# ---- prf_free_list ----
### Placement by cell class, prf_free_list

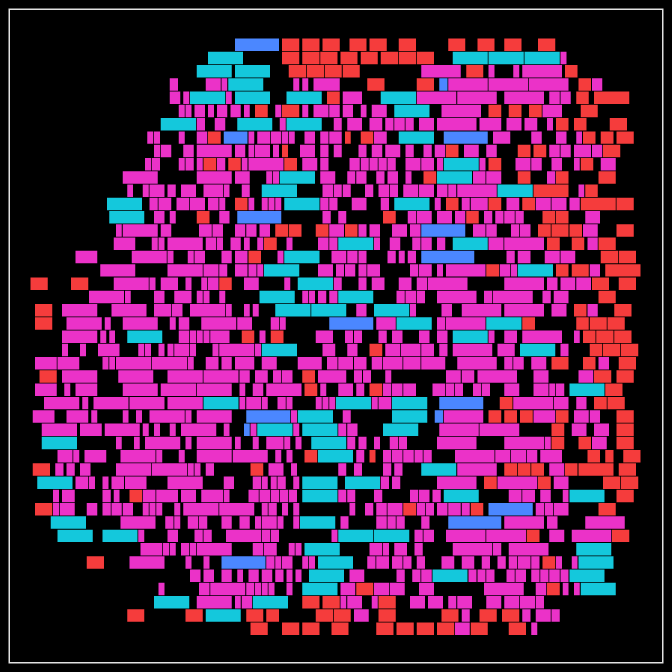
### Routed clock nets over the placement, prf_free_list

Bar = 50 microns.
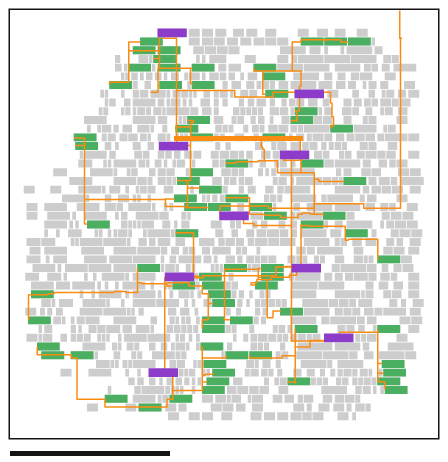
### src/rtl/prf_free_list_pkg.sv
// Shared constants and types for the physical register free list.
// LG_PRF/N_PRF fix the default PRF geometry used by rename.
package prf_free_list_pkg;
  localparam int LG_PRF         = 6;
  localparam int N_PRF          = 1 << LG_PRF;
  localparam int N_RESERVED_DEF = 32;

  typedef logic [LG_PRF-1:0] prf_id_t;
  typedef logic [N_PRF-1:0]  prf_mask_t;
endpackage

### src/rtl/prf_free_list_ffs.sv
// Lowest-index set-bit finder over 1<<LG_N inputs.
// y[LG_N] is set when no input bit is set; y[LG_N-1:0] is then zero.
module find_first_set #(
  parameter int LG_N = 6
) (
  input  logic [(1<<LG_N)-1:0] a,
  output logic [LG_N:0]        y
);
  localparam int N = 1 << LG_N;

  always_comb begin
    y = {1'b1, {LG_N{1'b0}}};
    for (int i = N - 1; i >= 0; i--) begin
      if (a[i]) y = {1'b0, LG_N'(i)};
    end
  end
endmodule

### src/rtl/prf_free_list.sv
// Free-list allocator for physical register IDs: bitmap of free entries with a
// registered lowest-index candidate, two retire free ports and a flush rollback mask.
module prf_free_list
  import prf_free_list_pkg::*;
#(
  parameter int LG_N       = LG_PRF,
  parameter int N_RESERVED = N_RESERVED_DEF
) (
  input  logic                   clk,
  input  logic                   reset_n,
  input  logic                   alloc_req,
  output logic                   alloc_valid,
  output logic [LG_N-1:0]        alloc_id,
  input  logic                   free0_valid,
  input  logic [LG_N-1:0]        free0_id,
  input  logic                   free1_valid,
  input  logic [LG_N-1:0]        free1_id,
  input  logic                   rollback_valid,
  input  logic [(1<<LG_N)-1:0]   rollback_mask,
  output logic [LG_N:0]          free_count,
  output logic                   double_free_err
);
  localparam int N = 1 << LG_N;

  localparam logic [LG_N-1:0] RST_ID  = (N_RESERVED < N) ? LG_N'(N_RESERVED) : '0;
  localparam logic [LG_N:0]   RST_CNT = (LG_N+1)'(N - N_RESERVED);

  function automatic logic [N-1:0] reset_map();
    logic [N-1:0] m;
    for (int i = 0; i < N; i++) m[i] = (i >= N_RESERVED);
    return m;
  endfunction

  function automatic logic [LG_N:0] popcount(input logic [N-1:0] m);
    logic [LG_N:0] c;
    c = '0;
    for (int i = 0; i < N; i++) c = c + (LG_N+1)'(m[i]);
    return c;
  endfunction

  logic [N-1:0]    bitmap_q, bitmap_d;
  logic            next_valid_q, next_valid_d;
  logic [LG_N-1:0] next_id_q, next_id_d;
  logic [LG_N:0]   count_q, count_d;
  logic            err_q, err_d;

  logic            grant;
  logic [N-1:0]    grant_oh, f0_oh, f1_oh, rb_mask;
  logic [LG_N:0]   ffs_y;

  assign grant    = alloc_req & next_valid_q;
  assign grant_oh = {{(N-1){1'b0}}, grant} << alloc_id;
  assign f0_oh    = {{(N-1){1'b0}}, free0_valid} << free0_id;
  assign f1_oh    = {{(N-1){1'b0}}, free1_valid} << free1_id;
  assign rb_mask  = rollback_valid ? rollback_mask : '0;

  // Frees and rollback are OR'd after the grant clear so they win on overlap.
  assign bitmap_d = (bitmap_q & ~grant_oh) | f0_oh | f1_oh | rb_mask;

  // Any free of an entry already marked free (including the offered one) is an
  // error; a same-cycle duplicate on both ports is an error even if allocated.
  assign err_d = (free0_valid & bitmap_q[free0_id])
               | (free1_valid & bitmap_q[free1_id])
               | (free0_valid & free1_valid & (free0_id == free1_id));

  find_first_set #(.LG_N(LG_N)) u_ffs (
    .a (bitmap_d),
    .y (ffs_y)
  );

  assign next_valid_d = ~ffs_y[LG_N];
  assign next_id_d    = ffs_y[LG_N-1:0];
  assign count_d      = popcount(bitmap_d);

  always_ff @(posedge clk) begin
    if (!reset_n) begin
      bitmap_q     <= reset_map();
      next_valid_q <= (N_RESERVED < N);
      next_id_q    <= RST_ID;
      count_q      <= RST_CNT;
      err_q        <= 1'b0;
    end else begin
      bitmap_q     <= bitmap_d;
      next_valid_q <= next_valid_d;
      next_id_q    <= next_id_d;
      count_q      <= count_d;
      err_q        <= err_d;
    end
  end

  assign alloc_valid     = next_valid_q;
  assign alloc_id        = next_id_q;
  assign free_count      = count_q;
  assign double_free_err = err_q;
endmodule

### config.mk
export PLATFORM = sky130hd
export DESIGN_NAME = prf_free_list
export DESIGN_NICKNAME = d
export VERILOG_FILES = /design/src/rtl/prf_free_list_pkg.sv /design/src/rtl/prf_free_list_ffs.sv /design/src/rtl/prf_free_list.sv
export SDC_FILE = /design/constraint.sdc
export NUM_CORES = 1
export LEC_CHECK = 0
export CORE_MARGIN = 4
export CORE_UTILIZATION = 50
export DETAILED_ROUTE_END_ITERATION = 8
export GPL_ROUTABILITY_DRIVEN = 0
export HOLD_SLACK_MARGIN = 0.15
export PLACE_DENSITY = 0.73
export RECOVER_POWER = 25
export SLEW_MARGIN = 20
export SYNTH_ARGS = -nofsm -noshare
export SYNTH_HDL_FRONTEND = slang
export SYNTH_SLANG_ARGS = --single-unit
### constraint.sdc
create_clock -name clk -period 9.3 [get_ports clk]
set_clock_uncertainty 0.2 [all_clocks]
set_input_delay 1.86 -clock clk [delete_from_list [all_inputs] [get_ports clk]]
set_output_delay 1.86 -clock clk [all_outputs]
set_load 0.01 [all_outputs]
==> flow.log <==
[flow] summary of implementation run
INFO  metric r2r_cell_count = 27
INFO  metric outcome = finished with violations
INFO  metric final_report_max_slew_violation_count = 0
INFO  metric ctsHtreeMaxLevel = 3
INFO  metric final_layout_size_suffix_gt1_share = 16.2%
INFO  metric via_count = 8,528
INFO  metric worst_path_dominant_cell_family = adder cells
INFO  metric die_width = 134 microns
INFO  metric yosys.area_share.aoi = 17.0%
INFO  metric crit_path_cell_trace = dlygate4sd3_1, and2_1, buf_4, buf_4, a32oi_1, and3_1, fa_1, fa_1, fa_1, fa_1, fa_1, fa_1, fa_1, inv_1, fa_1, ha_1, inv_1, fa_1, nor2b_1, o21ai_0, nand2b_1, a21o_1, a21oi_1, nor2_1
INFO  metric powerComb = 0.00170 W
INFO  metric antenna_cells_inserted = 0
INFO  metric async_reset_ff_share = 0%
INFO  metric synth_cell_types = 71
INFO  metric crit_cells = 24
INFO  metric critPathCapture = free_count[6]
INFO  metric post_synth_instance_area = 0.00789 sq mm
INFO  metric worst_hold_path_type = reg2reg
INFO  metric layout_top_cells = nand3_1, inv_1, buf_4, clkdlybuf4s50_1, dfxtp_1
INFO  metric irDropWorstVdd = 923 uV
INFO  metric postCtsResizedCells = 0
INFO  metric grt_start_max_net_pins = 38
INFO  metric final_layout_top_logic_cell = nand3_1
INFO  metric worstReg2RegEnd = free_count[6]
INFO  metric maxPowerGroup = combinational cells
INFO  metric tritoncts = built
INFO  metric violations = DRC
INFO  metric synthDominantAreaCellType = dfxtp_1
INFO  metric final_net_count = 1,167
INFO  metric cts.sink_count = 79
INFO  metric power_density = 256 mW/mm^2
INFO  metric rows = 45
INFO  metric grtUsageTotal = 36.2%
INFO  metric p_total = 0.00249 W
INFO  metric crit_start = free1_id[1]
INFO  metric syn_nets = 1,066
INFO  metric drtAntennaViolNets = 0
INFO  metric drc_errors = 1
INFO  metric synthMuxAreaShare = 12.0%
INFO  metric reg_to_reg_startpoint = alloc_id[2]
INFO  metric critical_path_arrival = 9.18 ns
INFO  metric timing_hold_violations_final = 0
INFO  metric p_sw = 0.00105 W
Notes on 'Placement by cell class' of prf_free_list above:
legend:
  clock drivers and dummy loads:
    colour: blue
    cells: 15
  registers:
    colour: cyan
    cells: 79
  remaining logic cells:
    colour: magenta
    cells: 737
  remaining buffers and delay cells:
    colour: red
    cells: 189
area of the core: 0.0153 sq mm
Non-Filler Cell Area, Final: 0.00972 sq mm
end-of-flow core utilization: 63.5%

Notes on 'Routed clock nets over the placement' of prf_free_list above:
legend:
  flip-flops:
    colour: green
    count: 79
  clock-net drivers:
    colour: purple
    count: 9
  clock wires:
    colour: orange
    length: 1,270 microns
routed clock nets: 10
insertion delay to the later sink of the worst-skew pair: 0.36 ns
share of total power in the clock network: 15.8%
clock-net power: 0.000395 W

per-layer routing:
layer	GRT usage, %	wire length [microns]
met2	52.6	13200
met5	0	48
met1	46.2	11500
met3	14.7	5150
met4	19.8	2300
how the worst min path moves through the flow:
| stage | startpoint | to | slack (ns) | depth (start not counted) |
|---|---|---|---|---|
| after floorplan | bitmap_q[50] | bitmap_q[50] | 0.29 | 2 |
| after global placement | bitmap_q[50] | bitmap_q[50] | 0.31 | 2 |
| after detailed placement | bitmap_q[50] | bitmap_q[50] | 0.32 | 2 |
| after CTS | bitmap_q[50] | bitmap_q[50] | 0.34 | 2 |
| after global routing | bitmap_q[30] | bitmap_q[30] | 0.38 | 2 |
| final | bitmap_q[50] | bitmap_q[50] | 0.34 | 2 |
final cells by class:
type	count	share of cell area, %
repair buffers	189	17.5
flip-flops and latches	79	16.3
multi-input cells	651	56.9
well taps	211	2.72
inverters	86	3.32
clock inverters	4	0.721
clock buffers	11	2.50
registers in the layout, summed over array words and instances (netlist names):
register / flops
bitmap_q: 64
free_count: 7
alloc_id: 6
alloc_valid: 1
double_free_err: 1

# ---- settle_timer ----
`config.mk`:
```
export PLATFORM = sky130hd
export DESIGN_NAME = settle_timer
export DESIGN_NICKNAME = d
export VERILOG_FILES = /design/src/rtl/settle_timer.sv
export SDC_FILE = /design/constraint.sdc
export NUM_CORES = 1
export LEC_CHECK = 0
export CAP_MARGIN = 20
export CORE_AREA = 2 2 39 41
export CTS_CLUSTER_SIZE = 40
export DETAILED_ROUTE_END_ITERATION = 8
export DIE_AREA = 0 0 41 43
export PLACE_DENSITY = 0.37
export SYNTH_ARGS = -nofsm -noshare
export SYNTH_HDL_FRONTEND = slang
export SYNTH_SLANG_ARGS = --single-unit
```
`constraint.sdc`:
```
create_clock -name clk -period 1.2 [get_ports clk]
set_input_delay 0.24 -clock clk [delete_from_list [all_inputs] [get_ports clk]]
set_output_delay 0.24 -clock clk [all_outputs]
set_load 0.005 [all_outputs]
```
`src/rtl/settle_timer.sv`:
```
// Settle countdown: loaded when the checker enters APPLY, tc goes high
// once SETTLE cycles of APPLY have elapsed (on the last APPLY cycle).
module settle_timer #(
   parameter int SETTLE = 1
) (
   input  logic clk,
   input  logic rst_n,
   input  logic load,
   output logic tc
);

   logic [3:0] cnt_q;

   // Load SETTLE-1 on entry to APPLY, then count down to zero and hold
   always_ff @(posedge clk) begin
      if (!rst_n) begin
         cnt_q <= 4'd0;
      end else if (load) begin
         cnt_q <= 4'(SETTLE - 1);
      end else if (cnt_q != 4'd0) begin
         cnt_q <= cnt_q - 4'd1;
      end
   end

   assign tc = (cnt_q == 4'd0);

endmodule

```
==> flow.log <==
[flow] summary of implementation run
INFO  metric grt.met2_usage = 10.0%
INFO  metric outcome = finished with violations
INFO  metric clock-skew-final = 0.00174 ns
INFO  metric floorplan.initialDensity = 15.4%
INFO  metric floorplan.die.height = 43 microns
INFO  metric antenna_cells_inserted = 0
INFO  metric syn_inst = 22
INFO  metric timing.critical_path.required = 0.96 ns
INFO  metric violations = setup timing
INFO  metric count_of_endpoints_failing_setup_in_the_final_report = 3
INFO  metric clk_path_buf_depth = 2
INFO  metric holdWs = 0.561 ns
INFO  metric first_global_vias = 234
INFO  metric async_reset_ff_share = 0%
INFO  metric warnings = 28
INFO  metric clock_latency = 0.24 ns
INFO  metric placement.cell_area = 325 sq um
INFO  metric final_min_period_over_clock_period = 126%
INFO  metric cp_most_frequent_cell = inv_2
INFO  metric reported_leakage_power = 0.176 nW
INFO  metric post-synth-top-area-fraction = 37.6%
INFO  metric tightestPinTransition = 0.266 ns
INFO  metric finalWorstSetupSlack = -0.317 ns
INFO  metric postCtsResizedCells = 5
INFO  metric post_synth_instance_area = 213 sq um
INFO  metric largest_register_ffs = 4
-- logic make-up (layout without fill, tap and decap cells) --
family          Yosys count  in the layout  share of synthesized area, %
fa+ha+maj                 1              1                          5.88
buf+inv                   3             20                          5.29
compound gates            2              2                          5.88
flops                     4              4                          37.6
simple gates             10             10                          35.9
mux                       2              2                          9.41
-- worst min-delay path, stage by stage, from the launching register on --
cell and delay, ns:
dfxtp_1 0.32, or3b_4 0.13, a211oi_1 0.06
-- final timing paths --
| check | cells after the start | start | slack [ns] | end |
|---|---|---|---|---|
| hold / removal | 2 | cnt_q[3] | 0.56 | cnt_q[1] |
| setup reg to reg | 8 | cnt_q[1] | -0.25 | cnt_q[0] |
| setup / recovery | 5 | cnt_q[1] | -0.32 | tc |
| hold reg to reg | 2 | cnt_q[3] | 0.56 | cnt_q[1] |
-- through the flow --
| step | cells | setup TNS, ns |
|---|---|---|
| after floorplan | 22 | 0 |
| after global placement | 47 | -0.906 |
| after detailed placement | 47 | -0.939 |
| after CTS | 52 | -0.653 |
| after global routing | 55 | -1.06 |
| final | 55 | -0.825 |
### Placement by cell class, settle_timer

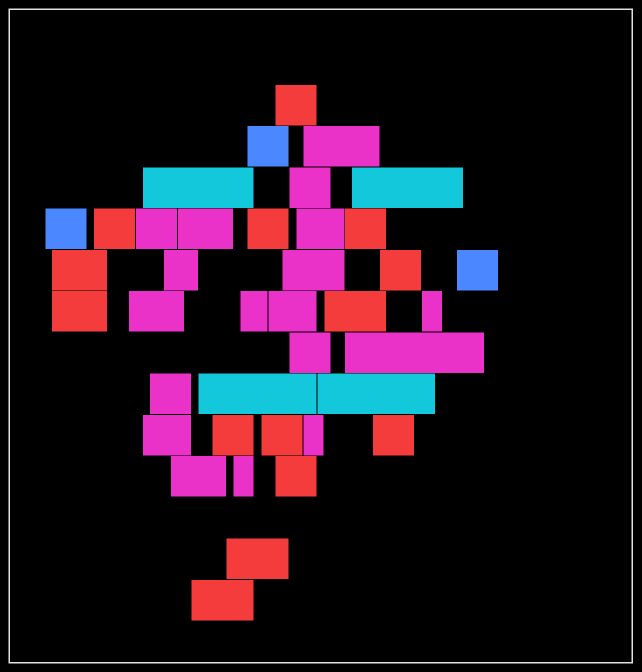
legend:
  remaining buffers and delay cells:
    colour: red
    cells: 14
  remaining logic cells:
    colour: magenta
    cells: 18
  registers:
    colour: cyan
    cells: 4
  clock-net drivers:
    colour: blue
    cells: 3
end-of-flow core utilization: 29.3%
row count: 14
area of the core: 0.00138 sq mm

### Logic cells by family, settle_timer

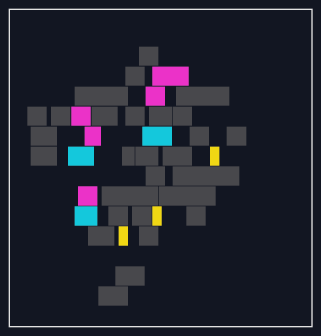
legend:
  inv cells:
    colour: yellow
    cells: 3
  and/or cells:
    colour: cyan
    cells: 3
  nand cells:
    colour: magenta
    cells: 5



==> notes/layouts.md <==
Pictures saved along the way, in no particular order.

Clock wiring as the flow saved it.
Plate I
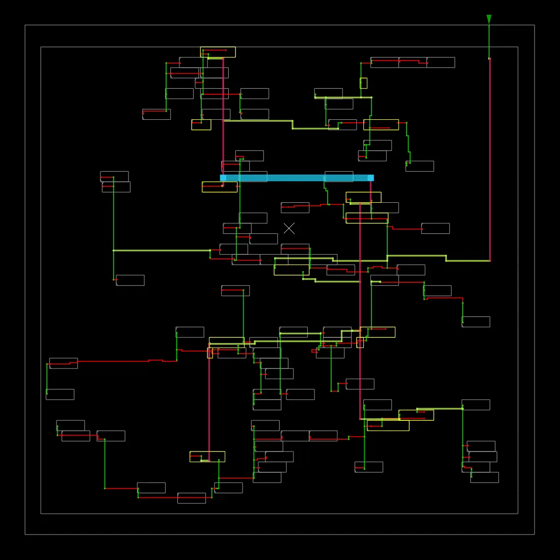
Plate II
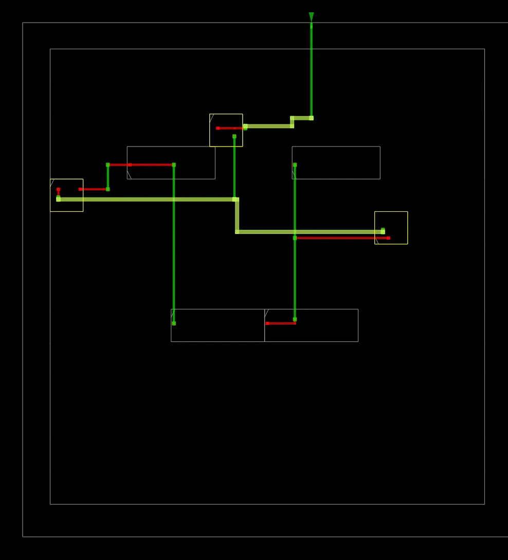
settle_timer: Plate II
prf_free_list: Plate I
- most sequential cells: Plate I
- most clock buffers: Plate I

Power and IR drop assume default switching activity.
